# ---- block 1 ----
Figure 1. Cell sizes after repair (block 1).
Drawn at 2 px/µm.
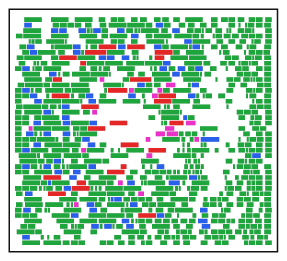
Figure 2. PDN straps and rails (block 1).
Drawn at 4 px/µm. Pins as bars on the die edge.
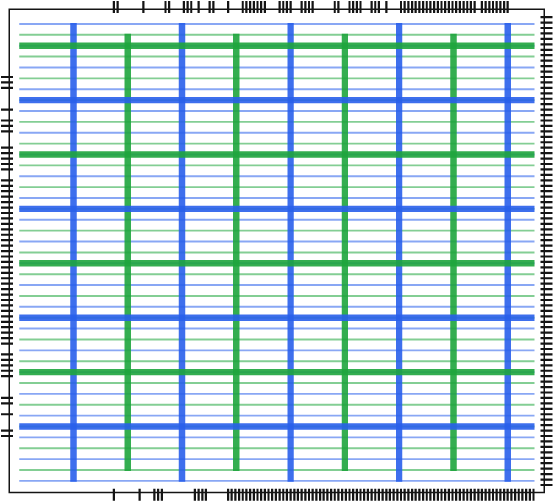
Figure 3. Zoomed window (block 1).
Region (42, 59) to (92, 109) µm. Cells in grey, sequential cells in the stronger grey; small squares are vias.
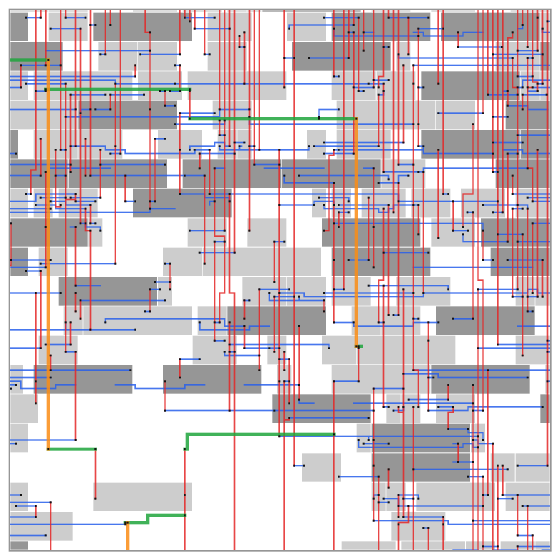
$ cat src/rtl/mem_arbiter_pkg.sv
// mem_arbiter_pkg
// Shared definitions for the two-requester memory arbiter: FSM state
// encodings, default bus widths and the burst beat-count rule.
// No ports (package).
package mem_arbiter_pkg;

    localparam int ADDR_W_DEF = 32;
    localparam int DATA_W_DEF = 32;
    localparam int LEN_W_DEF  = 3;

    typedef enum logic [1:0] {
        IDLE = 2'd0,
        REQ  = 2'd1,
        DATA = 2'd2
    } arbState_e;

    // A burst length field of 0 still moves one beat; anything else is
    // taken literally.
    function automatic int unsigned beatCount(input int unsigned len);
        return (len == 0) ? 1 : len;
    endfunction

endpackage

$ cat src/rtl/mem_arbiter_if.sv
// mem_arbiter_if
// Bundles both requester-side channels (packed {r1,r0}) and the single
// downstream memory channel.
// Modports:
//   slave  - the arbiter's view (takes requester traffic, drives memory)
//   master - the environment's view (requesters plus memory model)
interface mem_arbiter_if
    import mem_arbiter_pkg::*;
#(
    parameter int ADDR_W = ADDR_W_DEF,
    parameter int DATA_W = DATA_W_DEF,
    parameter int LEN_W  = LEN_W_DEF
);
    logic [1:0]          m_req_valid;
    logic [1:0]          m_req_ready;
    logic [2*LEN_W-1:0]  m_req_len;
    logic [7:0]          m_req_mask;
    logic [2*ADDR_W-1:0] m_req_addr;
    logic [1:0]          m_req_we;
    logic [1:0]          m_write_valid;
    logic [2*DATA_W-1:0] m_write_data;
    logic [1:0]          m_read_valid;
    logic [DATA_W-1:0]   m_read_data;
    logic [1:0]          m_read_ack;

    logic                s_req_valid;
    logic                s_req_ready;
    logic [LEN_W-1:0]    s_req_len;
    logic [3:0]          s_req_mask;
    logic [ADDR_W-1:0]   s_req_addr;
    logic                s_req_we;
    logic                s_write_valid;
    logic [DATA_W-1:0]   s_write_data;
    logic                s_read_valid;
    logic [DATA_W-1:0]   s_read_data;
    logic                s_read_ack;

    modport slave (
        input  m_req_valid, m_req_len, m_req_mask, m_req_addr, m_req_we,
               m_write_valid, m_write_data, m_read_ack,
               s_req_ready, s_read_valid, s_read_data,
        output m_req_ready, m_read_valid, m_read_data,
               s_req_valid, s_req_len, s_req_mask, s_req_addr, s_req_we,
               s_write_valid, s_write_data, s_read_ack
    );

    modport master (
        output m_req_valid, m_req_len, m_req_mask, m_req_addr, m_req_we,
               m_write_valid, m_write_data, m_read_ack,
               s_req_ready, s_read_valid, s_read_data,
        input  m_req_ready, m_read_valid, m_read_data,
               s_req_valid, s_req_len, s_req_mask, s_req_addr, s_req_we,
               s_write_valid, s_write_data, s_read_ack
    );
endinterface

$ cat src/rtl/mem_arbiter_req_latch.sv
// mem_arbiter_req_latch
// Holds one outstanding request for a single requester until the arbiter
// takes it. A new pulse while a request is already held is dropped so the
// first request wins.
// Ports:
//   clk_i, rst_i          clock, async active-high reset
//   valid_i               one-cycle request pulse
//   clear_i               arbiter has granted the held request
//   len_i/mask_i/addr_i/we_i   request fields captured on valid_i
//   pending_o             a request is held
//   len_o/mask_o/addr_o/we_o   held request fields
module mem_arbiter_req_latch
    import mem_arbiter_pkg::*;
#(
    parameter int ADDR_W = ADDR_W_DEF,
    parameter int LEN_W  = LEN_W_DEF
)(
    input  logic              clk_i,
    input  logic              rst_i,
    input  logic              valid_i,
    input  logic              clear_i,
    input  logic [LEN_W-1:0]  len_i,
    input  logic [3:0]        mask_i,
    input  logic [ADDR_W-1:0] addr_i,
    input  logic              we_i,
    output logic              pending_o,
    output logic [LEN_W-1:0]  len_o,
    output logic [3:0]        mask_o,
    output logic [ADDR_W-1:0] addr_o,
    output logic              we_o
);
    logic              pending_q, pending_d;
    logic [LEN_W-1:0]  len_q, len_d;
    logic [3:0]        mask_q, mask_d;
    logic [ADDR_W-1:0] addr_q, addr_d;
    logic              we_q, we_d;

    // A grant empties the slot; a pulse only loads an empty slot. A pulse
    // coinciding with the grant cycle finds the slot still full and is
    // dropped.
    always_comb begin
        pending_d = pending_q;
        len_d     = len_q;
        mask_d    = mask_q;
        addr_d    = addr_q;
        we_d      = we_q;
        if (clear_i) begin
            pending_d = 1'b0;
        end else if (valid_i && !pending_q) begin
            pending_d = 1'b1;
            len_d     = len_i;
            mask_d    = mask_i;
            addr_d    = addr_i;
            we_d      = we_i;
        end
    end

    always_ff @(posedge clk_i or posedge rst_i) begin
        if (rst_i) begin
            pending_q <= 1'b0;
            len_q     <= '0;
            mask_q    <= '0;
            addr_q    <= '0;
            we_q      <= 1'b0;
        end else begin
            pending_q <= pending_d;
            len_q     <= len_d;
            mask_q    <= mask_d;
            addr_q    <= addr_d;
            we_q      <= we_d;
        end
    end

    assign pending_o = pending_q;
    assign len_o     = len_q;
    assign mask_o    = mask_q;
    assign addr_o    = addr_q;
    assign we_o      = we_q;
endmodule

$ cat src/rtl/mem_arbiter.sv
// mem_arbiter
// Two-requester arbiter in front of a single memory port. Requester 0 is
// the CPU bus interface, requester 1 an auxiliary fetcher. Each requester
// has one pending slot; the winner's request is issued downstream and its
// whole burst is routed through before the next decision.
// Ports:
//   clk_i, rst_i   clock, async active-high reset
//   bus            mem_arbiter_if.slave (requester channels + memory port)
//   grant          one-hot current owner, 0 when idle
// Build option: ARB_RR_EN selects round-robin arbitration (last-granted
// requester loses ties); otherwise requester 0 always wins a tie.
module mem_arbiter
    import mem_arbiter_pkg::*;
#(
    parameter int ADDR_W = ADDR_W_DEF,
    parameter int DATA_W = DATA_W_DEF,
    parameter int LEN_W  = LEN_W_DEF
)(
    input  logic           clk_i,
    input  logic           rst_i,
    mem_arbiter_if.slave   bus,
    output logic [1:0]     grant
);
    logic [1:0]        pending;
    logic [1:0]        clear;
    logic [LEN_W-1:0]  pendLen  [2];
    logic [3:0]        pendMask [2];
    logic [ADDR_W-1:0] pendAddr [2];
    logic [1:0]        pendWe;

    genvar r;
    for (r = 0; r < 2; r++) begin : gLatch
        mem_arbiter_req_latch #(.ADDR_W(ADDR_W), .LEN_W(LEN_W)) uLatch (
            .clk_i     (clk_i),
            .rst_i     (rst_i),
            .valid_i   (bus.m_req_valid[r]),
            .clear_i   (clear[r]),
            .len_i     (bus.m_req_len[r*LEN_W +: LEN_W]),
            .mask_i    (bus.m_req_mask[r*4 +: 4]),
            .addr_i    (bus.m_req_addr[r*ADDR_W +: ADDR_W]),
            .we_i      (bus.m_req_we[r]),
            .pending_o (pending[r]),
            .len_o     (pendLen[r]),
            .mask_o    (pendMask[r]),
            .addr_o    (pendAddr[r]),
            .we_o      (pendWe[r])
        );
    end

    arbState_e         state_q;
    logic [1:0]        grant_q;
    logic [LEN_W-1:0]  cnt_q;
    logic              sreqValid_q;
    logic [LEN_W-1:0]  sreqLen_q;
    logic [3:0]        sreqMask_q;
    logic [ADDR_W-1:0] sreqAddr_q;
    logic              sreqWe_q;
`ifdef ARB_RR_EN
    logic              last_q;
`endif

    logic [1:0] win;
    logic       winIdx;
    logic       inData;
    logic       beat;

    // Winner selection among pending requesters. On a tie the round-robin
    // build favours whoever was not granted last.
    always_comb begin
        win = 2'b00;
        if (pending == 2'b11) begin
`ifdef ARB_RR_EN
            win = last_q ? 2'b01 : 2'b10;
`else
            win = 2'b01;
`endif
        end else begin
            win = pending;
        end
    end

    assign winIdx = win[1];
    assign clear  = (state_q == IDLE) ? win : 2'b00;
    assign inData = (state_q == DATA);

    // A beat is a write strobe on write bursts or a read pop on read
    // bursts, from the owner only.
    assign beat = sreqWe_q ? |(bus.m_write_valid & grant_q)
                           : |(bus.m_read_ack & grant_q);

    // Arbitration FSM: grant in IDLE, hold the downstream request in REQ,
    // count beats in DATA and return to IDLE after the last one.
    always_ff @(posedge clk_i or posedge rst_i) begin
        if (rst_i) begin
            state_q     <= IDLE;
            grant_q     <= 2'b00;
            cnt_q       <= '0;
            sreqValid_q <= 1'b0;
            sreqLen_q   <= '0;
            sreqMask_q  <= '0;
            sreqAddr_q  <= '0;
            sreqWe_q    <= 1'b0;
`ifdef ARB_RR_EN
            last_q      <= 1'b0;
`endif
        end else begin
            case (state_q)
                IDLE: begin
                    if (|pending) begin
                        grant_q     <= win;
                        sreqValid_q <= 1'b1;
                        sreqLen_q   <= pendLen[winIdx];
                        sreqMask_q  <= pendMask[winIdx];
                        sreqAddr_q  <= pendAddr[winIdx];
                        sreqWe_q    <= pendWe[winIdx];
`ifdef ARB_RR_EN
                        last_q      <= winIdx;
`endif
                        state_q     <= REQ;
                    end
                end
                REQ: begin
                    if (bus.s_req_ready) begin
                        sreqValid_q <= 1'b0;
                        cnt_q       <= LEN_W'(beatCount(32'(sreqLen_q)));
                        state_q     <= DATA;
                    end
                end
                DATA: begin
                    if (beat) begin
                        if (cnt_q == LEN_W'(1)) begin
                            grant_q <= 2'b00;
                            state_q <= IDLE;
                        end else begin
                            cnt_q <= cnt_q - LEN_W'(1);
                        end
                    end
                end
                default: begin
                    grant_q <= 2'b00;
                    state_q <= IDLE;
                end
            endcase
        end
    end

    assign grant          = grant_q;
    assign bus.s_req_valid = sreqValid_q;
    assign bus.s_req_len   = sreqLen_q;
    assign bus.s_req_mask  = sreqMask_q;
    assign bus.s_req_addr  = sreqAddr_q;
    assign bus.s_req_we    = sreqWe_q;

    // Data-phase routing follows the registered grant, so nothing leaks
    // through while idle, waiting for acceptance or held in reset.
    assign bus.m_req_ready   = inData ? grant_q : 2'b00;
    assign bus.s_write_valid = inData && sreqWe_q && |(bus.m_write_valid & grant_q);
    assign bus.s_write_data  = !inData ? '0 :
                               grant_q[1] ? bus.m_write_data[DATA_W +: DATA_W]
                                          : bus.m_write_data[0 +: DATA_W];
    assign bus.m_read_valid  = (inData && bus.s_read_valid) ? grant_q : 2'b00;
    assign bus.m_read_data   = inData ? bus.s_read_data : '0;
    assign bus.s_read_ack    = inData && !sreqWe_q && |(bus.m_read_ack & grant_q);
endmodule

$ cat src/flat_wrapper.sv
// flat-port wrapper written by rule: the top's interface ports become plain ports
module mem_arbiter_flat import mem_arbiter_pkg::*;
#(
    parameter int ADDR_W = ADDR_W_DEF,
    parameter int DATA_W = DATA_W_DEF,
    parameter int LEN_W  = LEN_W_DEF
)
  (clk_i, rst_i, grant, bus_m_req_valid, bus_m_req_len, bus_m_req_mask, bus_m_req_addr, bus_m_req_we, bus_m_write_valid, bus_m_write_data, bus_m_read_ack, bus_s_req_ready, bus_s_read_valid, bus_s_read_data, bus_m_req_ready, bus_m_read_valid, bus_m_read_data, bus_s_req_valid, bus_s_req_len, bus_s_req_mask, bus_s_req_addr, bus_s_req_we, bus_s_write_valid, bus_s_write_data, bus_s_read_ack);
  mem_arbiter_if #(.ADDR_W(ADDR_W), .DATA_W(DATA_W), .LEN_W(LEN_W)) bus_i ();
  input  logic clk_i;
  input  logic rst_i;
  output logic [1:0] grant;
  input wire logic [$bits(bus_i.m_req_valid)-1:0] bus_m_req_valid;
  input wire logic [$bits(bus_i.m_req_len)-1:0] bus_m_req_len;
  input wire logic [$bits(bus_i.m_req_mask)-1:0] bus_m_req_mask;
  input wire logic [$bits(bus_i.m_req_addr)-1:0] bus_m_req_addr;
  input wire logic [$bits(bus_i.m_req_we)-1:0] bus_m_req_we;
  input wire logic [$bits(bus_i.m_write_valid)-1:0] bus_m_write_valid;
  input wire logic [$bits(bus_i.m_write_data)-1:0] bus_m_write_data;
  input wire logic [$bits(bus_i.m_read_ack)-1:0] bus_m_read_ack;
  input wire logic [$bits(bus_i.s_req_ready)-1:0] bus_s_req_ready;
  input wire logic [$bits(bus_i.s_read_valid)-1:0] bus_s_read_valid;
  input wire logic [$bits(bus_i.s_read_data)-1:0] bus_s_read_data;
  output wire logic [$bits(bus_i.m_req_ready)-1:0] bus_m_req_ready;
  output wire logic [$bits(bus_i.m_read_valid)-1:0] bus_m_read_valid;
  output wire logic [$bits(bus_i.m_read_data)-1:0] bus_m_read_data;
  output wire logic [$bits(bus_i.s_req_valid)-1:0] bus_s_req_valid;
  output wire logic [$bits(bus_i.s_req_len)-1:0] bus_s_req_len;
  output wire logic [$bits(bus_i.s_req_mask)-1:0] bus_s_req_mask;
  output wire logic [$bits(bus_i.s_req_addr)-1:0] bus_s_req_addr;
  output wire logic [$bits(bus_i.s_req_we)-1:0] bus_s_req_we;
  output wire logic [$bits(bus_i.s_write_valid)-1:0] bus_s_write_valid;
  output wire logic [$bits(bus_i.s_write_data)-1:0] bus_s_write_data;
  output wire logic [$bits(bus_i.s_read_ack)-1:0] bus_s_read_ack;
  assign bus_i.m_req_valid = bus_m_req_valid;
  assign bus_i.m_req_len = bus_m_req_len;
  assign bus_i.m_req_mask = bus_m_req_mask;
  assign bus_i.m_req_addr = bus_m_req_addr;
  assign bus_i.m_req_we = bus_m_req_we;
  assign bus_i.m_write_valid = bus_m_write_valid;
  assign bus_i.m_write_data = bus_m_write_data;
  assign bus_i.m_read_ack = bus_m_read_ack;
  assign bus_i.s_req_ready = bus_s_req_ready;
  assign bus_i.s_read_valid = bus_s_read_valid;
  assign bus_i.s_read_data = bus_s_read_data;
  assign bus_m_req_ready = bus_i.m_req_ready;
  assign bus_m_read_valid = bus_i.m_read_valid;
  assign bus_m_read_data = bus_i.m_read_data;
  assign bus_s_req_valid = bus_i.s_req_valid;
  assign bus_s_req_len = bus_i.s_req_len;
  assign bus_s_req_mask = bus_i.s_req_mask;
  assign bus_s_req_addr = bus_i.s_req_addr;
  assign bus_s_req_we = bus_i.s_req_we;
  assign bus_s_write_valid = bus_i.s_write_valid;
  assign bus_s_write_data = bus_i.s_write_data;
  assign bus_s_read_ack = bus_i.s_read_ack;
  mem_arbiter #(.ADDR_W(ADDR_W), .DATA_W(DATA_W), .LEN_W(LEN_W)) u_core (.clk_i(clk_i), .rst_i(rst_i), .bus(bus_i), .grant(grant));
endmodule
$ cat config.mk
export PLATFORM = sky130hd
export DESIGN_NAME = mem_arbiter_flat
export DESIGN_NICKNAME = d
export VERILOG_FILES = /design/src/rtl/mem_arbiter_pkg.sv /design/src/rtl/mem_arbiter_if.sv /design/src/rtl/mem_arbiter_req_latch.sv /design/src/rtl/mem_arbiter.sv /design/src/flat_wrapper.sv
export SDC_FILE = /design/constraint.sdc
export NUM_CORES = 1
export LEC_CHECK = 0
export ABC_CLOCK_PERIOD_IN_PS = 5000
export CORE_ASPECT_RATIO = 0.9
export CORE_MARGIN = 2
export CORE_UTILIZATION = 41
export DETAILED_ROUTE_END_ITERATION = 16
export PLACE_DENSITY_LB_ADDON = 0.25
export SLEW_MARGIN = 20
export SYNTH_ARGS = -nofsm -noshare
export SYNTH_HDL_FRONTEND = slang
export SYNTH_SLANG_ARGS = --single-unit
$ cat constraint.sdc
create_clock -name clk_i -period 5 [get_ports clk_i]
set_input_delay 0.75 -clock clk_i [delete_from_list [all_inputs] [get_ports clk_i]]
set_output_delay 0.75 -clock clk_i [all_outputs]
set_load 0.005 [all_outputs]
==> job_summary.md <==
## Implementation flow summary

| Metric | Value |
|---|---|
| Leakage | `4.09 nW` |
| RSZ-0062 raised after global routing | `false` |
| Max Fclk | `0.314 GHz` |
| MUX share of area | `between 20% and 30%` |
| Root Driver | `clkbuf_16` |
| Met1 usage | `27.4%` |
| Cell Type Count | `37` |
| Vias in the first global route | `5298` |
| Finish-stage setup viols | `0` |
| Seq_cells | `about 130` |
| Adder Area Share | `0.405%` |
| Routability Congestion | `0.883` |
| CP Launch Point | `u_core.grant[1]` |
| GRT Total Usage | `23.0%` |
| Comb_multi_in | `352` |
| Status | `complete, no violations` |
| Worst Hold Class | `reg -> reg` |
| Highest Signal Layer | `met4` |
| Period utilization | `63.6%` |
| Reg clk slew, reported paths | `0.05 ns` |
| Cell family with most CP delay | `flip-flops` |
| Worst slew pin tran | `1.02 ns` |
| Most frequent cell after synthesis | `dfrtp_1` |
| Synthesis warning total | `0` |
| Critical Path Sink | `bus_s_read_ack` |
| Post-cts resize count | `0` |
| Total CTS buffers | `17` |
| Sw Pwr | `0.00186 W` |
| Commonest flop | `dfrtp_1` |
| Top logic cells by instance count in the layout | `298 x clkdlybuf4s50_1, 129 x dfrtp_1, 73 x mux2_2` |
| P_comb | `0.00244 W` |
| Area Overhead vs Synth | `60.4%` |
| Drt drc | `0` |
| Slew Limit Fails | `0` |
| DR WL met3 | `1.30 mm` |
| CP arrival | `2.43 ns` |
| Critical path startpoint category | `flop` |
| Largest net degree at the start of global routing | `53` |
| Max-area cell share | `52.7%` |
| Tool warnings | `27` |
| XOR Share, Synth | `0%` |
| Flops & latches, synth | `between 100 and 150` |
| Die area | `0.0161 mm²` |
| Signal buf overhead | `31.1%` |
| Clock group total power | `0.00123 W` |
| Setup ws final | `around 1.8 ns` |
| CP Class | `reg -> out` |
| Reg-to-reg endpoint | `u_core.bus.s_req_len[2]` |
| Layout Cells excl Fill | `a little over 1000` |
| Init Core Util | `a little over two fifths` |
| Register share after synthesis | `52.7%` |
| # Taps | `198` |
About Figure 1:
blue -> drive 2  # cells 82, share 9.9%
red -> drive 6 and up  # cells 26, share 3.2%
green -> drive 1 or less  # cells 699, share 85%
magenta -> drive 3 to 4  # cells 18, share 2.2%
Buffers excl. clock: 307
design area: 0.00991 mm²

About Figure 2:
green -> VDD
blue -> VSS
signal pins = 299
met4 straps = 9
met1 rails = 43
die height: 120 µm
core area: 0.0147 mm²
worst vdd ir: 0.312 mV
Die X: 133 µm

About Figure 3:
blue -> met1
green -> met3
orange -> met4
red -> met2
netlist names of flops here include = `u_core.gLatch.uLatch.addr_o` (15), `u_core.bus.s_req_addr` (4), `u_core.gLatch.uLatch.len_o` (2)
cells with their middle in the window = 104
most frequent = dfrtp_1 (28), mux2_2 (14), clkdlybuf4s50_1 (14)
sequential cells in the window = 28


# ---- block 2 ----
Figure 4. Placement view (block 2).
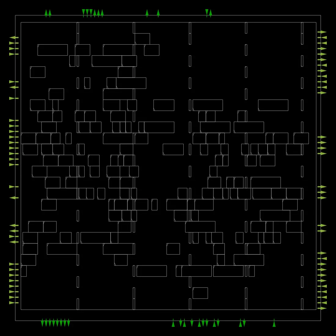
Figure 5. Zoomed window (block 2).
Region (13, 25) to (63, 75) µm. Cells in grey, sequential cells in the stronger grey; small squares are vias.
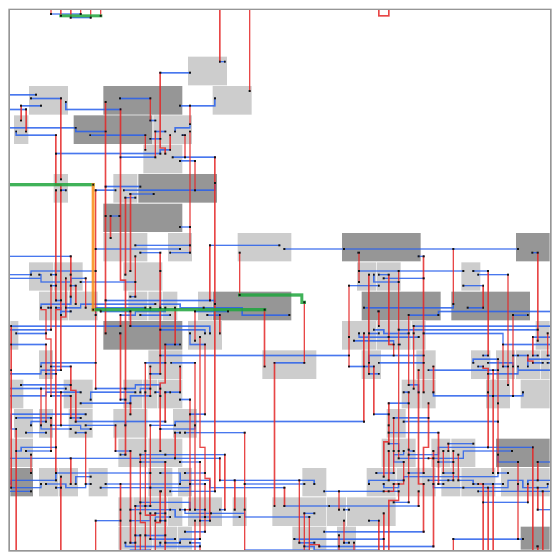
## config.mk

```make
export PLATFORM = sky130hd
export DESIGN_NAME = jit_emit_seq
export DESIGN_NICKNAME = d
export VERILOG_FILES = /design/src/rtl/jit_emit_seq.sv
export SDC_FILE = /design/constraint.sdc
export NUM_CORES = 1
export LEC_CHECK = 0
export CAP_MARGIN = 0
export CORE_UTILIZATION = 25
export CTS_CLUSTER_SIZE = 20
export DETAILED_ROUTE_END_ITERATION = 16
export PLACE_DENSITY_LB_ADDON = 0.12
export SYNTH_ARGS = -nofsm -noshare
export SYNTH_HDL_FRONTEND = slang
export SYNTH_SLANG_ARGS = --single-unit
```

## constraint.sdc

```tcl
create_clock -name clk -period 5.41 [get_ports clk]
set_input_delay 1.082 -clock clk [delete_from_list [all_inputs] [get_ports clk]]
set_output_delay 1.082 -clock clk [all_outputs]
set_load 0.02 [all_outputs]
```

## src/rtl/jit_emit_seq.sv

```systemverilog
// Template emitter: expands one JVM opcode into a fixed ARM word sequence
// fetched from com_rom and streamed to the code buffer with its address.
module jit_emit_seq #(
    parameter int ROM_AW  = 3,
    parameter int WORD_W  = 32,
    parameter int CODE_AW = 10
) (
    input  logic               clk,
    input  logic               rst,
    input  logic               flush,
    input  logic               bc_valid,
    input  logic [7:0]         bc_opcode,
    output logic               bc_ready,
    output logic [ROM_AW-1:0]  rom_addr,
    input  logic [WORD_W-1:0]  rom_data,
    output logic               emit_valid,
    input  logic               emit_ready,
    output logic [CODE_AW-1:0] emit_addr,
    output logic [WORD_W-1:0]  emit_data,
    output logic               code_full,
    output logic               err_unsup
);

    typedef enum logic {
        S_IDLE,
        S_EMIT
    } state_t;

    state_t              r_state;
    logic [1:0]          r_step;
    logic [1:0]          r_len;
    logic [ROM_AW-1:0]   r_rom_addr;
    logic [ROM_AW-1:0]   r_nxt1;
    logic [ROM_AW-1:0]   r_nxt2;
    logic [CODE_AW-1:0]  r_ptr;
    logic                r_full;
    logic                r_err;

    logic [1:0]          w_len;
    logic [ROM_AW-1:0]   w_idx0;
    logic [ROM_AW-1:0]   w_idx1;
    logic [ROM_AW-1:0]   w_idx2;
    logic                w_unsup;
    logic                w_bc_ready;
    logic                w_last_slot;

    always_comb begin
        w_len   = 2'd0;
        w_idx0  = '0;
        w_idx1  = '0;
        w_idx2  = '0;
        w_unsup = 1'b0;
        unique case (bc_opcode)
            8'h00: ;
            8'h60: begin
                w_len  = 2'd3;
                w_idx0 = ROM_AW'(1);
                w_idx1 = ROM_AW'(2);
                w_idx2 = ROM_AW'(3);
            end
            8'h64: begin
                w_len  = 2'd3;
                w_idx0 = ROM_AW'(1);
                w_idx1 = ROM_AW'(4);
                w_idx2 = ROM_AW'(3);
            end
            default: w_unsup = 1'b1;
        endcase
    end

    assign w_bc_ready  = (r_state == S_IDLE) && !r_full;
    assign w_last_slot = (r_ptr == {CODE_AW{1'b1}});

    always_ff @(posedge clk) begin
        if (rst) begin
            r_state    <= S_IDLE;
            r_step     <= 2'd0;
            r_len      <= 2'd0;
            r_rom_addr <= '0;
            r_nxt1     <= '0;
            r_nxt2     <= '0;
            r_ptr      <= '0;
            r_full     <= 1'b0;
            r_err      <= 1'b0;
        end else if (flush) begin
            r_state    <= S_IDLE;
            r_step     <= 2'd0;
            r_rom_addr <= '0;
            r_ptr      <= '0;
            r_full     <= 1'b0;
            r_err      <= 1'b0;
        end else begin
            case (r_state)
                S_IDLE: begin
                    if (bc_valid && w_bc_ready) begin
                        r_len      <= w_len;
                        r_step     <= 2'd0;
                        r_rom_addr <= w_idx0;
                        r_nxt1     <= w_idx1;
                        r_nxt2     <= w_idx2;
                        if (w_len != 2'd0)
                            r_state <= S_EMIT;
                        if (w_unsup)
                            r_err <= 1'b1;
                    end
                end
                S_EMIT: begin
                    if (emit_ready) begin
                        // The last buffer word is written; the rest of the template is dropped.
                        if (w_last_slot) begin
                            r_full  <= 1'b1;
                            r_state <= S_IDLE;
                        end else begin
                            r_ptr <= r_ptr + 1'b1;
                            if (r_step == r_len - 2'd1) begin
                                r_state <= S_IDLE;
                            end else begin
                                r_step     <= r_step + 2'd1;
                                r_rom_addr <= r_nxt1;
                                r_nxt1     <= r_nxt2;
                            end
                        end
                    end
                end
            endcase
        end
    end

    assign bc_ready   = w_bc_ready;
    assign rom_addr   = r_rom_addr;
    assign emit_valid = (r_state == S_EMIT);
    assign emit_addr  = r_ptr;
    assign emit_data  = rom_data;
    assign code_full  = r_full;
    assign err_unsup  = r_err;

endmodule

```

==> job_summary.md <==
## Implementation flow summary

| Metric | Value |
|---|---|
| Clk tree area frac | `2.76%` |
| Flop area | `440 µm²` |
| M3 GR Usage | `between 4 and 5%` |
| Yosys top cell by area | `dfxtp_1` |
| Synth Cell Area | `0.00134 mm²` |
| Slew HR | `38.7%` |
| Highest Signal Layer | `met4` |
| Routability Congestion | `0.742` |
| DR WL met3 | `291 µm` |
| CP arrival | `around 2.9 ns` |
| XOR Share, Synth | `~2.0%` |
| Comb area leader | `simple AND/OR/NAND/NOR gates` |
| Minimum clock period | `2.72 ns` |
| Endpoints failing hold | `0` |
| Drt drc | `0` |
| Worst slew pin tran | `0.912 ns` |
| Status | `complete, no violations` |
Notes on Figure 4 above:
fill cell count: 586
seq_cells: 22
Layout Cells excl Fill: 226
num rows: 26

Notes on Figure 5 above:
green -> met3
orange -> met4
red -> met2
blue -> met1
most frequent = nand2_1 (12), a21oi_1 (10), dfxtp_1 (10)
sequential cells in the window = 10
cells with their middle in the window = 92
netlist names of flops here include = `emit_addr` (4), `r_nxt1` (3), `rom_addr` (2)


# ---- block 3 ----
Figure 6. Signal metal coverage by tile (block 3).
Drawn at 8 px/µm. 11 x 11 tiles, from dark purple (low) to yellow (high), scaled to the fullest tile. Values are wire area over tile area, all layers added.
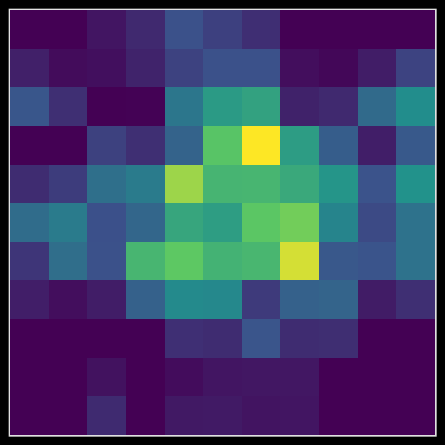
--- config.mk ---
export PLATFORM = sky130hd
export DESIGN_NAME = control_sequencer
export DESIGN_NICKNAME = d
export VERILOG_FILES = /design/src/rtl/control_sequencer.sv
export SDC_FILE = /design/constraint.sdc
export NUM_CORES = 1
export LEC_CHECK = 0
export CAP_MARGIN = 25
export CORE_MARGIN = 5
export CORE_UTILIZATION = 40
export CTS_CLUSTER_SIZE = 10
export DETAILED_ROUTE_END_ITERATION = 10
export PLACE_DENSITY = 0.94
export SLEW_MARGIN = 20
export SYNTH_ARGS = -nofsm -noshare
export SYNTH_HDL_FRONTEND = slang
export SYNTH_SLANG_ARGS = --single-unit
--- constraint.sdc ---
create_clock -name clock -period 3.7 [get_ports clock]
set_clock_uncertainty 0.1 [all_clocks]
set_input_delay 0.555 -clock clock [delete_from_list [all_inputs] [get_ports clock]]
set_output_delay 0.555 -clock clock [all_outputs]
set_load 0.01 [all_outputs]
--- src/rtl/control_sequencer.sv ---
// rtl/control_sequencer.sv - multicycle Moore control FSM driving datapath enables and selects
// Optional macro CONTROL_OVERFLOW_TRAP_EN: ADD/ADDI overflow diverts to TRAP (PCSrc=4 trap vector).
module control_sequencer (
  input  logic       clock,
  input  logic       reset,
  input  logic [4:0] inst_op,
  input  logic       overflow,
  input  logic       comp_zero,
  output logic       MemWrite,
  output logic [1:0] MemSrc,
  output logic [2:0] MemDst,
  output logic [2:0] PCSrc,
  output logic [2:0] SPSrc,
  output logic       PCWrite,
  output logic       SPWrite,
  output logic       InstWrite,
  output logic       mary_write,
  output logic       shelley_write,
  output logic       comp_write,
  output logic       ra_write,
  output logic [1:0] mary_src,
  output logic [1:0] shelley_src,
  output logic       ra_src,
  output logic       SrcA,
  output logic [1:0] SrcB,
  output logic [3:0] AluOp,
  output logic       halted,
  output logic [2:0] state
);

  typedef enum logic [2:0] {
    S_FETCH  = 3'd0,
    S_DECODE = 3'd1,
    S_EXEC   = 3'd2,
    S_MEM    = 3'd3,
    S_WB     = 3'd4,
    S_HALT   = 3'd5,
    S_TRAP   = 3'd6
  } state_t;

  localparam logic [4:0] OP_ADD  = 5'h01;
  localparam logic [4:0] OP_ADDI = 5'h02;
  localparam logic [4:0] OP_LW   = 5'h08;
  localparam logic [4:0] OP_SW   = 5'h09;
  localparam logic [4:0] OP_JAL  = 5'h10;
  localparam logic [4:0] OP_JR   = 5'h11;
  localparam logic [4:0] OP_BEQ  = 5'h12;
  localparam logic [4:0] OP_PUSH = 5'h18;
  localparam logic [4:0] OP_POP  = 5'h19;
  localparam logic [4:0] OP_HALT = 5'h1F;

  state_t     state_q, state_d;
  logic [4:0] op_q;

`ifndef CONTROL_OVERFLOW_TRAP_EN
  logic unused_overflow;
  assign unused_overflow = overflow;
`endif

  always_ff @(posedge clock) begin
    if (reset) begin
      state_q <= S_FETCH;
      op_q    <= 5'h00;
    end else begin
      state_q <= state_d;
      if (state_q == S_DECODE) op_q <= inst_op;
    end
  end

  always_comb begin
    state_d = S_FETCH;
    case (state_q)
      S_FETCH:  state_d = S_DECODE;
      S_DECODE: state_d = S_EXEC;
      S_EXEC: begin
        case (op_q)
`ifdef CONTROL_OVERFLOW_TRAP_EN
          OP_ADD, OP_ADDI: state_d = overflow ? S_TRAP : S_WB;
`else
          OP_ADD, OP_ADDI: state_d = S_WB;
`endif
          OP_LW, OP_SW, OP_PUSH, OP_POP: state_d = S_MEM;
          OP_HALT: state_d = S_HALT;
          default: state_d = S_FETCH;
        endcase
      end
      S_MEM:  state_d = (op_q == OP_LW || op_q == OP_POP) ? S_WB : S_FETCH;
      S_WB:   state_d = S_FETCH;
      S_HALT: state_d = S_HALT;
      default: state_d = S_FETCH;
    endcase
  end

  always_comb begin
    MemWrite      = 1'b0;
    MemSrc        = 2'd0;
    MemDst        = 3'd0;
    PCSrc         = 3'd0;
    SPSrc         = 3'd0;
    PCWrite       = 1'b0;
    SPWrite       = 1'b0;
    InstWrite     = 1'b0;
    mary_write    = 1'b0;
    shelley_write = 1'b0;
    comp_write    = 1'b0;
    ra_write      = 1'b0;
    mary_src      = 2'd0;
    shelley_src   = 2'd0;
    ra_src        = 1'b0;
    SrcA          = 1'b0;
    SrcB          = 2'd0;
    AluOp         = 4'd0;
    case (state_q)
      S_FETCH: begin
        InstWrite = 1'b1;
        PCWrite   = 1'b1;
      end
      S_EXEC: begin
        case (op_q)
          OP_ADDI: SrcB = 2'd1;
          OP_JAL: begin
            ra_write = 1'b1;
            PCWrite  = 1'b1;
            PCSrc    = 3'd3;
          end
          OP_JR: begin
            PCWrite = 1'b1;
            PCSrc   = 3'd2;
          end
          // comp_zero is only looked at here, so it cannot disturb other states
          OP_BEQ: begin
            PCWrite = comp_zero;
            PCSrc   = comp_zero ? 3'd1 : 3'd0;
          end
          OP_PUSH: SPWrite = 1'b1;
          default: ;
        endcase
      end
      S_MEM: begin
        case (op_q)
          OP_LW: MemSrc = 2'd1;
          OP_SW: begin
            MemWrite = 1'b1;
            MemSrc   = 2'd1;
          end
          OP_PUSH: begin
            MemWrite = 1'b1;
            MemSrc   = 2'd2;
          end
          OP_POP: MemSrc = 2'd2;
          default: ;
        endcase
      end
      S_WB: begin
        mary_write = 1'b1;
        if (op_q == OP_LW || op_q == OP_POP) mary_src = 2'd1;
        if (op_q == OP_POP) begin
          SPWrite = 1'b1;
          SPSrc   = 3'd1;
        end
      end
`ifdef CONTROL_OVERFLOW_TRAP_EN
      S_TRAP: begin
        PCWrite = 1'b1;
        PCSrc   = 3'd4;
      end
`endif
      default: ;
    endcase
    // Reset wins over the current state: nothing may be written on the reset edge
    if (reset) begin
      MemWrite   = 1'b0;
      PCWrite    = 1'b0;
      SPWrite    = 1'b0;
      InstWrite  = 1'b0;
      mary_write = 1'b0;
      ra_write   = 1'b0;
    end
  end

  assign halted = (state_q == S_HALT);
  assign state  = state_q;

endmodule

==> job_summary.md <==
## Implementation flow summary

| Metric | Value |
|---|---|
| Crit path depth | `4` |
| Met1 WL | `647 µm` |
| Hold Path Depth | `2` |
| Status | `complete, no violations` |
| Clock Sinks | `8` |
| # Taps | `25` |
| Finish-stage setup viols | `0` |
| Critical path startpoint category | `input pin` |
| Sw frac | `36.3%` |
| Drt drc | `0` |
| Post-CTS setup buffer count | `0` |
| RSZ-0062 raised after global routing | `false` |
| Hold_sp | `op_q[3]` |
| Clk latency late pin | `0.25 ns` |
| GR peak layer | `met2` |
| Post-synth EDFFs | `0` |
| Vias in the first global route | `657` |
| Synth Area per Inst | `7.23 µm²` |
| Hold_buf cts | `0` |
| Gate Area | `444 µm²` |
| Total Power | `0.000277 W` |
| Max reg flops | `5` |
| XOR Share, Synth | `2.35%` |
| IO Count | `around 44` |
| Max Fclk | `0.329 GHz` |
Notes on Figure 6 above:
mean over tiles = 0.10
fullest tile = 0.44
nearly empty tiles = 24%
emptiest ninth of the die = south-west
tiles over half the peak = 17%
WL final: 1.69 mm
GRT Total Usage: 13.3%


# ---- block 4 ----
Figure 7. Cell sizes after repair (block 4).
Drawn at 3 px/µm.
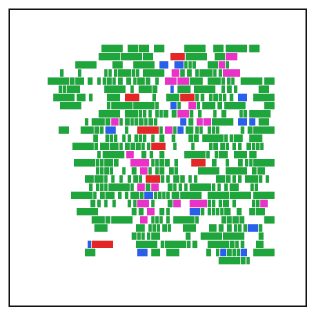
===== config.mk =====
export PLATFORM = sky130hd
export DESIGN_NAME = seven_segment_bcd_scanner
export DESIGN_NICKNAME = d
export VERILOG_FILES = /design/src/rtl/seven_segment_bcd_scanner.sv
export SDC_FILE = /design/constraint.sdc
export NUM_CORES = 1
export LEC_CHECK = 0
export ABC_AREA = 1
export CORE_MARGIN = 10
export CORE_UTILIZATION = 45
export CTS_CLUSTER_SIZE = 12
export DETAILED_ROUTE_END_ITERATION = 6
export PLACE_DENSITY = 0.73
export SLEW_MARGIN = 20
export SYNTH_ARGS = -nofsm -noshare
export SYNTH_HDL_FRONTEND = slang
export SYNTH_SLANG_ARGS = --single-unit
export TNS_END_PERCENT = 5

===== constraint.sdc =====
create_clock -name clk -period 3.1 [get_ports clk]
set_input_delay 0.62 -clock clk [delete_from_list [all_inputs] [get_ports clk]]
set_output_delay 0.62 -clock clk [all_outputs]
set_load 0.01 [all_outputs]

===== src/rtl/seven_segment_bcd_scanner.sv =====
// seven_segment_bcd_scanner
//   Multi-digit BCD up/down counter with a time-multiplexed seven-segment drive.
//   A prescaler produces one count tick every TICK_COUNT enabled cycles; the digit
//   chain counts in BCD on each tick; a free-running scanner selects one digit at a
//   time onto the shared segment bus.
//   Optional feature macro: SEVSEG_BLANK_LEADING_EN (blank leading zero digits).
module seven_segment_bcd_scanner #(
  parameter int NUM_DIGITS = 4,
  parameter int TICK_COUNT = 1000,
  parameter int SCAN_COUNT = 16
) (
  input  logic                  clk,
  input  logic                  rst,
  input  logic                  ena,
  input  logic                  up_down,
  input  logic                  clear,
  output logic [6:0]            led_out,
  output logic [NUM_DIGITS-1:0] digit_sel,
  output logic                  rollover
);

  localparam int PW = $clog2(TICK_COUNT);
  localparam int SW = (SCAN_COUNT > 1) ? $clog2(SCAN_COUNT) : 1;
  localparam int IW = (NUM_DIGITS > 1) ? $clog2(NUM_DIGITS) : 1;

  logic [PW-1:0] presc_q, presc_d;
  logic          tick;
  logic [3:0]    digit_q [NUM_DIGITS];
  logic [3:0]    digit_d [NUM_DIGITS];
  logic [NUM_DIGITS:0] carry;
  logic          rollover_q, rollover_d;
  logic [SW-1:0] scan_cnt_q, scan_cnt_d;
  logic [IW-1:0] idx_q, idx_d;
  logic          scan_wrap;
  logic [3:0]    sel_digit;
  logic          blank;
  logic [6:0]    led_q, led_d;

  function automatic logic [6:0] seg_encode(input logic [3:0] d);
    case (d)
      4'd0:    seg_encode = 7'b0111111;
      4'd1:    seg_encode = 7'b0000110;
      4'd2:    seg_encode = 7'b1011011;
      4'd3:    seg_encode = 7'b1001111;
      4'd4:    seg_encode = 7'b1100110;
      4'd5:    seg_encode = 7'b1101101;
      4'd6:    seg_encode = 7'b1111101;
      4'd7:    seg_encode = 7'b0000111;
      4'd8:    seg_encode = 7'b1111111;
      4'd9:    seg_encode = 7'b1101111;
      default: seg_encode = 7'b0000000;
    endcase
  endfunction

  assign tick = ena && (presc_q == PW'(TICK_COUNT - 1));

  // Prescaler next state: clear wins, wrap on the tick, hold while disabled.
  always_comb begin
    presc_d = presc_q;
    if (clear)
      presc_d = '0;
    else if (tick)
      presc_d = '0;
    else if (ena)
      presc_d = presc_q + PW'(1);
  end

  // Ripple carry/borrow chain: a digit moves when every digit below it sits at
  // its wrap value (9 going up, 0 going down).
  assign carry[0] = 1'b1;
  generate
    for (genvar gi = 0; gi < NUM_DIGITS; gi++) begin : g_digit
      logic at_edge;
      logic [3:0] stepped;
      assign at_edge   = up_down ? (digit_q[gi] == 4'd9) : (digit_q[gi] == 4'd0);
      assign carry[gi+1] = carry[gi] & at_edge;
      assign stepped   = at_edge ? (up_down ? 4'd0 : 4'd9)
                                 : (up_down ? digit_q[gi] + 4'd1 : digit_q[gi] - 4'd1);
      assign digit_d[gi] = clear               ? 4'd0 :
                           (tick && carry[gi]) ? stepped : digit_q[gi];
    end
  endgenerate

  // The full chain wrapping means every digit wrapped on this tick.
  assign rollover_d = !clear && tick && carry[NUM_DIGITS];

  // Scan counter and digit index; independent of ena and clear.
  always_comb begin
    scan_wrap  = (scan_cnt_q == SW'(SCAN_COUNT - 1));
    scan_cnt_d = scan_wrap ? '0 : scan_cnt_q + SW'(1);
    idx_d      = idx_q;
    if (scan_wrap)
      idx_d = (idx_q == IW'(NUM_DIGITS - 1)) ? '0 : idx_q + IW'(1);
  end

`ifdef SEVSEG_BLANK_LEADING_EN
  // upper_zero[k] is set when digit k and everything above it are zero.
  logic [NUM_DIGITS:1] upper_zero;
  assign upper_zero[NUM_DIGITS] = (digit_d[NUM_DIGITS-1] == 4'd0);
  generate
    for (genvar gi = 1; gi < NUM_DIGITS; gi++) begin : g_blank
      assign upper_zero[gi] = upper_zero[gi+1] & (digit_d[gi-1+1] == 4'd0);
    end
  endgenerate
`endif

  // Pick the selected digit's post-update value and encode it for the bus.
  always_comb begin
    sel_digit = 4'd0;
    blank     = 1'b0;
    for (int i = 0; i < NUM_DIGITS; i++) begin
      if (idx_q == IW'(i))
        sel_digit = digit_d[i];
    end
`ifdef SEVSEG_BLANK_LEADING_EN
    for (int i = 1; i < NUM_DIGITS; i++) begin
      if (idx_q == IW'(i) && upper_zero[i])
        blank = 1'b1;
    end
`endif
    led_d = blank ? 7'b0000000 : seg_encode(sel_digit);
  end

  // State and registered outputs.
  always_ff @(posedge clk) begin
    if (rst) begin
      presc_q    <= '0;
      rollover_q <= 1'b0;
      scan_cnt_q <= '0;
      idx_q      <= '0;
      led_q      <= 7'b0111111;
      for (int i = 0; i < NUM_DIGITS; i++) digit_q[i] <= 4'd0;
    end else begin
      presc_q    <= presc_d;
      rollover_q <= rollover_d;
      scan_cnt_q <= scan_cnt_d;
      idx_q      <= idx_d;
      led_q      <= led_d;
      for (int i = 0; i < NUM_DIGITS; i++) digit_q[i] <= digit_d[i];
    end
  end

  generate
    if (NUM_DIGITS == 1) begin : g_sel_single
      assign digit_sel = 1'b1;
    end else begin : g_sel_multi
      logic [NUM_DIGITS-1:0] sel_q;
      // One-hot select registered on the same edge as led_out.
      always_ff @(posedge clk) begin
        if (rst)
          sel_q <= NUM_DIGITS'(1);
        else
          sel_q <= NUM_DIGITS'(1) << idx_q;
      end
      assign digit_sel = sel_q;
    end
  endgenerate

  assign led_out  = led_q;
  assign rollover = rollover_q;

endmodule


==> job_summary.md <==
## Implementation flow summary

| Metric | Value |
|---|---|
| Status | `complete, no violations` |
| Leakage | `1.38 nW` |
| Design area | `~0.0032 mm²` |
| Hold Path Depth | `1` |
| Inverter count | `roughly 47` |
| Worst slew pin tran | `0.357 ns` |
| Crit path buffers/inverters | `4` |
| Clk latency late pin | `around 0.30 ns` |
| Worst path slowest cell | `clkdlybuf4s50_1` |
| M3 GR Usage | `2.72%` |
| Layout Nets | `445` |
| TritonCTS clock tree | `yes` |
| First-pass GRT wire length | `9.94 mm` |
| CP arrival | `3.00 ns` |
| Comb_multi_in | `289` |
| Hold_sp | `scan_cnt_q[0]` |
| Share of cells above drive strength 1 | `between 10% and 20%` |
| Internal Power | `around 0.00078 W` |
| Seq area share | `around 27%` |
| Reg-to-reg endpoint | `led_out[4]` |
| Minimum clock period | `~2.8 ns` |
| Cell family with most CP delay | `simple AND/OR/NAND/NOR gates` |
| Via count | `2427` |
| Max reg flops | `16` |
| Commonest flop | `dfxtp_1` |
| CP Launch Point | `up_down` |
| Comb area leader | `simple AND/OR/NAND/NOR gates` |
| # port buffers | `16` |
| GRT Total Usage | `between 10% and 20%` |
| Yosys simple share | `approximately a third` |
| Cell Type Count | `38` |
| IO Count | `17` |
| Crit-path max FO | `15` |
| Synth Area per Inst | `7.22 µm²` |
| Core area | `0.00596 mm²` |
| Synth Cell Area | `0.00277 mm²` |
| Fraction of area in multi-input gates | `between 50% and 60%` |
| Final HPWL DP | `between 4 and 5 mm` |
| Adder Area Share | `11.9%` |
| Critical Path Sink | `led_out[4]` |
| Worst EP required | `between 3 and 4 ns` |
| Top cell by count, worst path | `nand2_1` |
| Worst vdd ir | `0.225 mV` |
| Largest net degree at the start of global routing | `17` |
| Met1 WL | `2.80 mm` |
| Hold worst-path end | `scan_cnt_q[0]` |
| Clock group total power | `approximately 0.00038 W` |
About Figure 7:
green -> drive 1 or less  # cells 369, share 88%
red -> drive 6 and up  # cells 8, share 1.9%
blue -> drive 2  # cells 17, share 4.1%
magenta -> drive 3 to 4  # cells 23, share 5.5%


# ---- block 5 ----
Figure 8. Placement view (block 5).
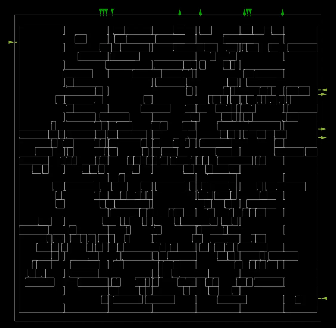
Figure 9. Cell sizes after repair (block 5).
Drawn at 3 px/µm.
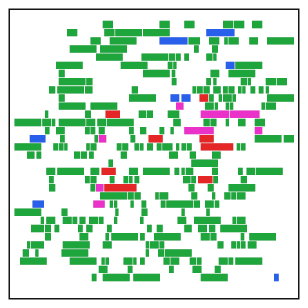
## config.mk

```make
export PLATFORM = sky130hd
export DESIGN_NAME = wheels_cmd_sequencer
export DESIGN_NICKNAME = d
export VERILOG_FILES = /design/src/rtl/wheels_cmd_sequencer.sv
export SDC_FILE = /design/constraint.sdc
export NUM_CORES = 1
export LEC_CHECK = 0
export ABC_CLOCK_PERIOD_IN_PS = 4100
export CORE_UTILIZATION = 30
export CTS_CLUSTER_DIAMETER = 60
export CTS_CLUSTER_SIZE = 20
export DETAILED_ROUTE_END_ITERATION = 10
export PLACE_DENSITY = 0.42
export SLEW_MARGIN = 10
export SYNTH_ARGS = -nofsm -noshare
export SYNTH_HDL_FRONTEND = slang
export SYNTH_SLANG_ARGS = --single-unit
```

## constraint.sdc

```tcl
create_clock -name clk -period 4.1 [get_ports clk]
set_input_delay 1.23 -clock clk [delete_from_list [all_inputs] [get_ports clk]]
set_output_delay 1.23 -clock clk [all_outputs]
set_load 0.02 [all_outputs]
```

## src/rtl/wheels_cmd_sequencer.sv

```systemverilog
// wheels_cmd_sequencer: turns synchronized line/obstacle sensors and SoC
// maneuver requests into the 3-bit motion command for the wheel driver.
module wheels_cmd_sequencer #(
  parameter int unsigned TURN_CYCLES = 100_000_000,
  parameter int unsigned REV_CYCLES  = 50_000_000,
  parameter int unsigned LOST_CYCLES = 20_000_000
) (
  input  logic       clk,
  input  logic       rst_n,
  input  logic [2:0] sensor,
  input  logic       obstacle,
  input  logic       req_valid,
  input  logic [1:0] req_code,
  output logic       req_ready,
  output logic [2:0] state,
  output logic       busy,
  output logic       done,
  output logic       lost
);

  typedef enum logic [2:0] {
    S_IDLE    = 3'd0,
    S_FOLLOW  = 3'd1,
    S_BLOCKED = 3'd2,
    S_TURN    = 3'd3,
    S_REVERSE = 3'd4
  } fsm_t;

  localparam logic [2:0] CMD_STRAIGHT = 3'b000;
  localparam logic [2:0] CMD_RIGHT    = 3'b001;
  localparam logic [2:0] CMD_LEFT     = 3'b010;
  localparam logic [2:0] CMD_STOP     = 3'b011;
  localparam logic [2:0] CMD_TURN     = 3'b100;
  localparam logic [2:0] CMD_REVERSE  = 3'b101;

  // Last counter value of a maneuver: the command is held for counts 0..N-1.
  localparam logic [31:0] TURN_LAST = 32'(TURN_CYCLES - 1);
  localparam logic [31:0] REV_LAST  = 32'(REV_CYCLES - 1);
  localparam logic [31:0] LOST_LIM  = 32'(LOST_CYCLES);
  localparam logic [31:0] CNT_MAX   = 32'hFFFF_FFFF;

  logic [2:0]  sensor_s1_q, sensor_s2_q;
  logic        obstacle_s1_q, obstacle_s2_q;
  fsm_t        fsm_q, fsm_d;
  logic [2:0]  cmd_q, cmd_d;
  logic [31:0] counter_q, counter_d;
  logic        lost_q, lost_d;
  logic        done_q, done_d;
  logic        accept;
  logic [2:0]  line_cmd;

  // Two-flop synchronizers for the asynchronous sensor inputs.
  always_ff @(posedge clk or negedge rst_n) begin
    if (!rst_n) begin
      sensor_s1_q   <= 3'b000;
      sensor_s2_q   <= 3'b000;
      obstacle_s1_q <= 1'b0;
      obstacle_s2_q <= 1'b0;
    end else begin
      sensor_s1_q   <= sensor;
      sensor_s2_q   <= sensor_s1_q;
      obstacle_s1_q <= obstacle;
      obstacle_s2_q <= obstacle_s1_q;
    end
  end

  // Line-sensor to steering decode; 000 is handled separately (hold).
  always_comb begin
    line_cmd = CMD_STRAIGHT;
    case (sensor_s2_q)
      3'b001, 3'b011: line_cmd = CMD_RIGHT;
      3'b100, 3'b110: line_cmd = CMD_LEFT;
      default:        line_cmd = CMD_STRAIGHT;
    endcase
  end

  // Requests are only taken in the non-timed states (no maneuver abort).
  assign req_ready = (fsm_q == S_IDLE) || (fsm_q == S_FOLLOW) || (fsm_q == S_BLOCKED);
  assign accept    = req_valid && req_ready;

  // Next-state, command, counter and flag logic; request beats obstacle beats sensors.
  always_comb begin
    fsm_d     = fsm_q;
    cmd_d     = cmd_q;
    counter_d = counter_q;
    lost_d    = lost_q;
    done_d    = 1'b0;
    if (accept) begin
      counter_d = 32'd0;
      lost_d    = 1'b0;
      case (req_code)
        2'd0: fsm_d = S_FOLLOW;
        2'd1: begin fsm_d = S_IDLE;    cmd_d = CMD_STOP;    end
        2'd2: begin fsm_d = S_TURN;    cmd_d = CMD_TURN;    end
        default: begin fsm_d = S_REVERSE; cmd_d = CMD_REVERSE; end
      endcase
    end else begin
      case (fsm_q)
        S_IDLE: cmd_d = CMD_STOP;
        S_FOLLOW: begin
          if (obstacle_s2_q) begin
            fsm_d = S_BLOCKED;
            cmd_d = CMD_STOP;
          end else if (sensor_s2_q == 3'b000) begin
            // Line not seen: keep steering as before until the lost budget runs out.
            if (counter_q >= LOST_LIM) begin
              fsm_d  = S_IDLE;
              cmd_d  = CMD_STOP;
              lost_d = 1'b1;
            end else if (counter_q != CNT_MAX) begin
              counter_d = counter_q + 32'd1;
            end
          end else begin
            counter_d = 32'd0;
            cmd_d     = line_cmd;
          end
        end
        S_BLOCKED: begin
          cmd_d = CMD_STOP;
          if (!obstacle_s2_q) fsm_d = S_FOLLOW;
        end
        S_TURN: begin
          if (counter_q >= TURN_LAST) begin
            fsm_d     = S_IDLE;
            cmd_d     = CMD_STOP;
            done_d    = 1'b1;
            counter_d = 32'd0;
          end else begin
            counter_d = counter_q + 32'd1;
          end
        end
        S_REVERSE: begin
          if (counter_q >= REV_LAST) begin
            fsm_d     = S_IDLE;
            cmd_d     = CMD_STOP;
            done_d    = 1'b1;
            counter_d = 32'd0;
          end else begin
            counter_d = counter_q + 32'd1;
          end
        end
        default: begin
          fsm_d = S_IDLE;
          cmd_d = CMD_STOP;
        end
      endcase
    end
  end

  // Control state register.
  always_ff @(posedge clk or negedge rst_n) begin
    if (!rst_n) begin
      fsm_q     <= S_IDLE;
      cmd_q     <= CMD_STOP;
      counter_q <= 32'd0;
      lost_q    <= 1'b0;
      done_q    <= 1'b0;
    end else begin
      fsm_q     <= fsm_d;
      cmd_q     <= cmd_d;
      counter_q <= counter_d;
      lost_q    <= lost_d;
      done_q    <= done_d;
    end
  end

  assign state = cmd_q;
  assign busy  = (fsm_q == S_TURN) || (fsm_q == S_REVERSE);
  assign done  = done_q;
  assign lost  = lost_q;

endmodule
```

==> job_summary.md <==
## Implementation flow summary

| Metric | Value |
|---|---|
| Status | `complete, no violations` |
| Max reg flops | `32` |
| Yosys top cell by area | `dfrtp_1` |
| Clk latency late pin | `about 0.30 ns` |
| Layout Nets | `just over 300` |
| Reg-to-reg endpoint | `counter_q[16]` |
| Worst vdd ir | `between 0.1 and 0.15 mV` |
| Hold_sp | `sensor_s1_q[2]` |
| Tool warnings | `28` |
| Top reg by flops | `counter_q` |
| Leakage | `1.32 nW` |
| Finished Core Util | `36.1%` |
| Signal buf overhead | `5.79%` |
| Core area | `0.00838 mm²` |
| Cell Count Post-Placement | `389` |
| RR Startpoint | `counter_q[10]` |
| Cell Chain, Critical Path | `nor2b_1 -> nand2_1 -> nand2_1 -> clkdlybuf4s50_1` |
| ANT nets after route | `0` |
| Clk tree area frac | `between 4 and 5%` |
| Max-area cell share | `43.5%` |
| Total Power | `0.00143 W` |
| Highest-power group | `sequential cells` |
| Drt drc | `0` |
| Post-Synthesis Cells | `276` |
| Largest net degree at the start of global routing | `30` |
| Gate power share | `32.5%` |
| Root Driver | `clkbuf_8` |
| Comb area leader | `AND-OR/OR-AND gates` |
| Worst path slowest cell | `clkdlybuf4s50_1` |
| Vias in the first global route | `2139` |
| Max_cap viols | `0` |
| Highest Signal Layer | `met4` |
| Crit path buffers/inverters | `1` |
| Max stage delay on crit path | `0.61 ns` |
| Post-synth net total | `287` |
| Flop area | `0.00120 mm²` |
| Max Fclk | `0.313 GHz` |
| Worst Hold Class | `reg -> reg` |
| Hold worst-path end | `sensor_s2_q[2]` |
| Critical path startpoint category | `flop` |
| Cell area leaders | `dfrtp_1 43%, a22o_1 8.3%, o21ai_1 3.6%` |
| TritonCTS clock tree | `yes` |
| M3 GR Usage | `2.84%` |
| Critical Path Sink | `busy` |
| Power Sequential | `0.000539 W` |
| CP Launch Point | `fsm_q[0]` |
| Synth Area per Inst | `9.60 µm²` |
Notes on Figure 8 above:
# Taps: 105
num rows: 33
seq_cells: 48

Notes on Figure 9 above:
red -> drive 6 and up  # cells 8, share 2.7%
blue -> drive 2  # cells 8, share 2.7%
green -> drive 1 or less  # cells 268, share 92%
magenta -> drive 3 to 4  # cells 8, share 2.7%
design area: 0.00302 mm²
Area Overhead vs Synth: 14.2%



==> screenshots <==
Signal metal coverage by tile.
picture 1
Drawn at 4 px/µm. 15 x 15 tiles, from dark purple (low) to yellow (high), scaled to the fullest tile. Values are wire area over tile area, all layers added.
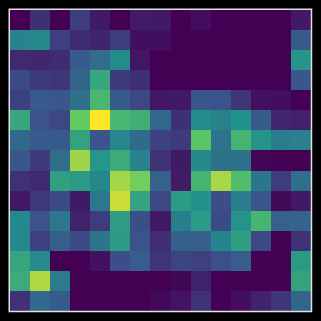
picture 2
Drawn at 3 px/µm. 27 x 24 tiles, from dark purple (low) to yellow (high), scaled to the fullest tile. Values are wire area over tile area, all layers added.
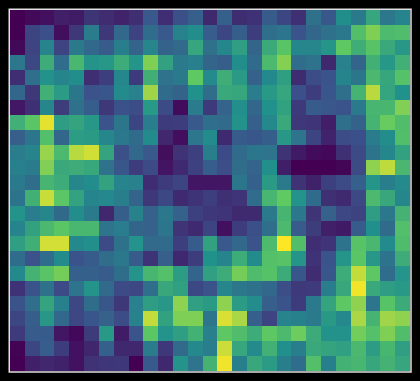
picture 3
Drawn at 4 px/µm. 19 x 19 tiles, from dark purple (low) to yellow (high), scaled to the fullest tile. Values are wire area over tile area, all layers added.
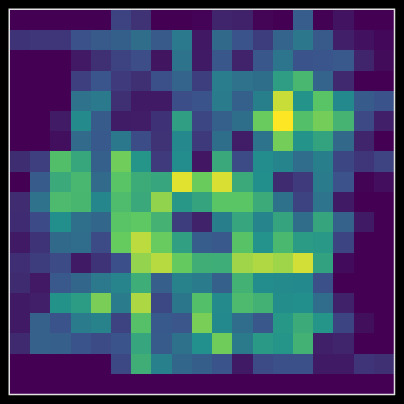
picture 4
Drawn at 4 px/µm. 20 x 20 tiles, from dark purple (low) to yellow (high), scaled to the fullest tile. Values are wire area over tile area, all layers added.
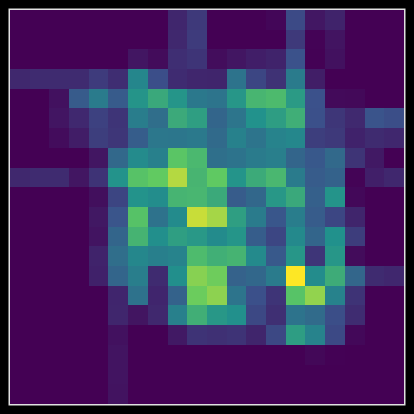
| from | picture |
|---|---|
| block 2 | picture 1 |
| block 4 | picture 4 |
| block 5 | picture 3 |
| block 1 | picture 2 |

Power and IR drop assume default switching activity.
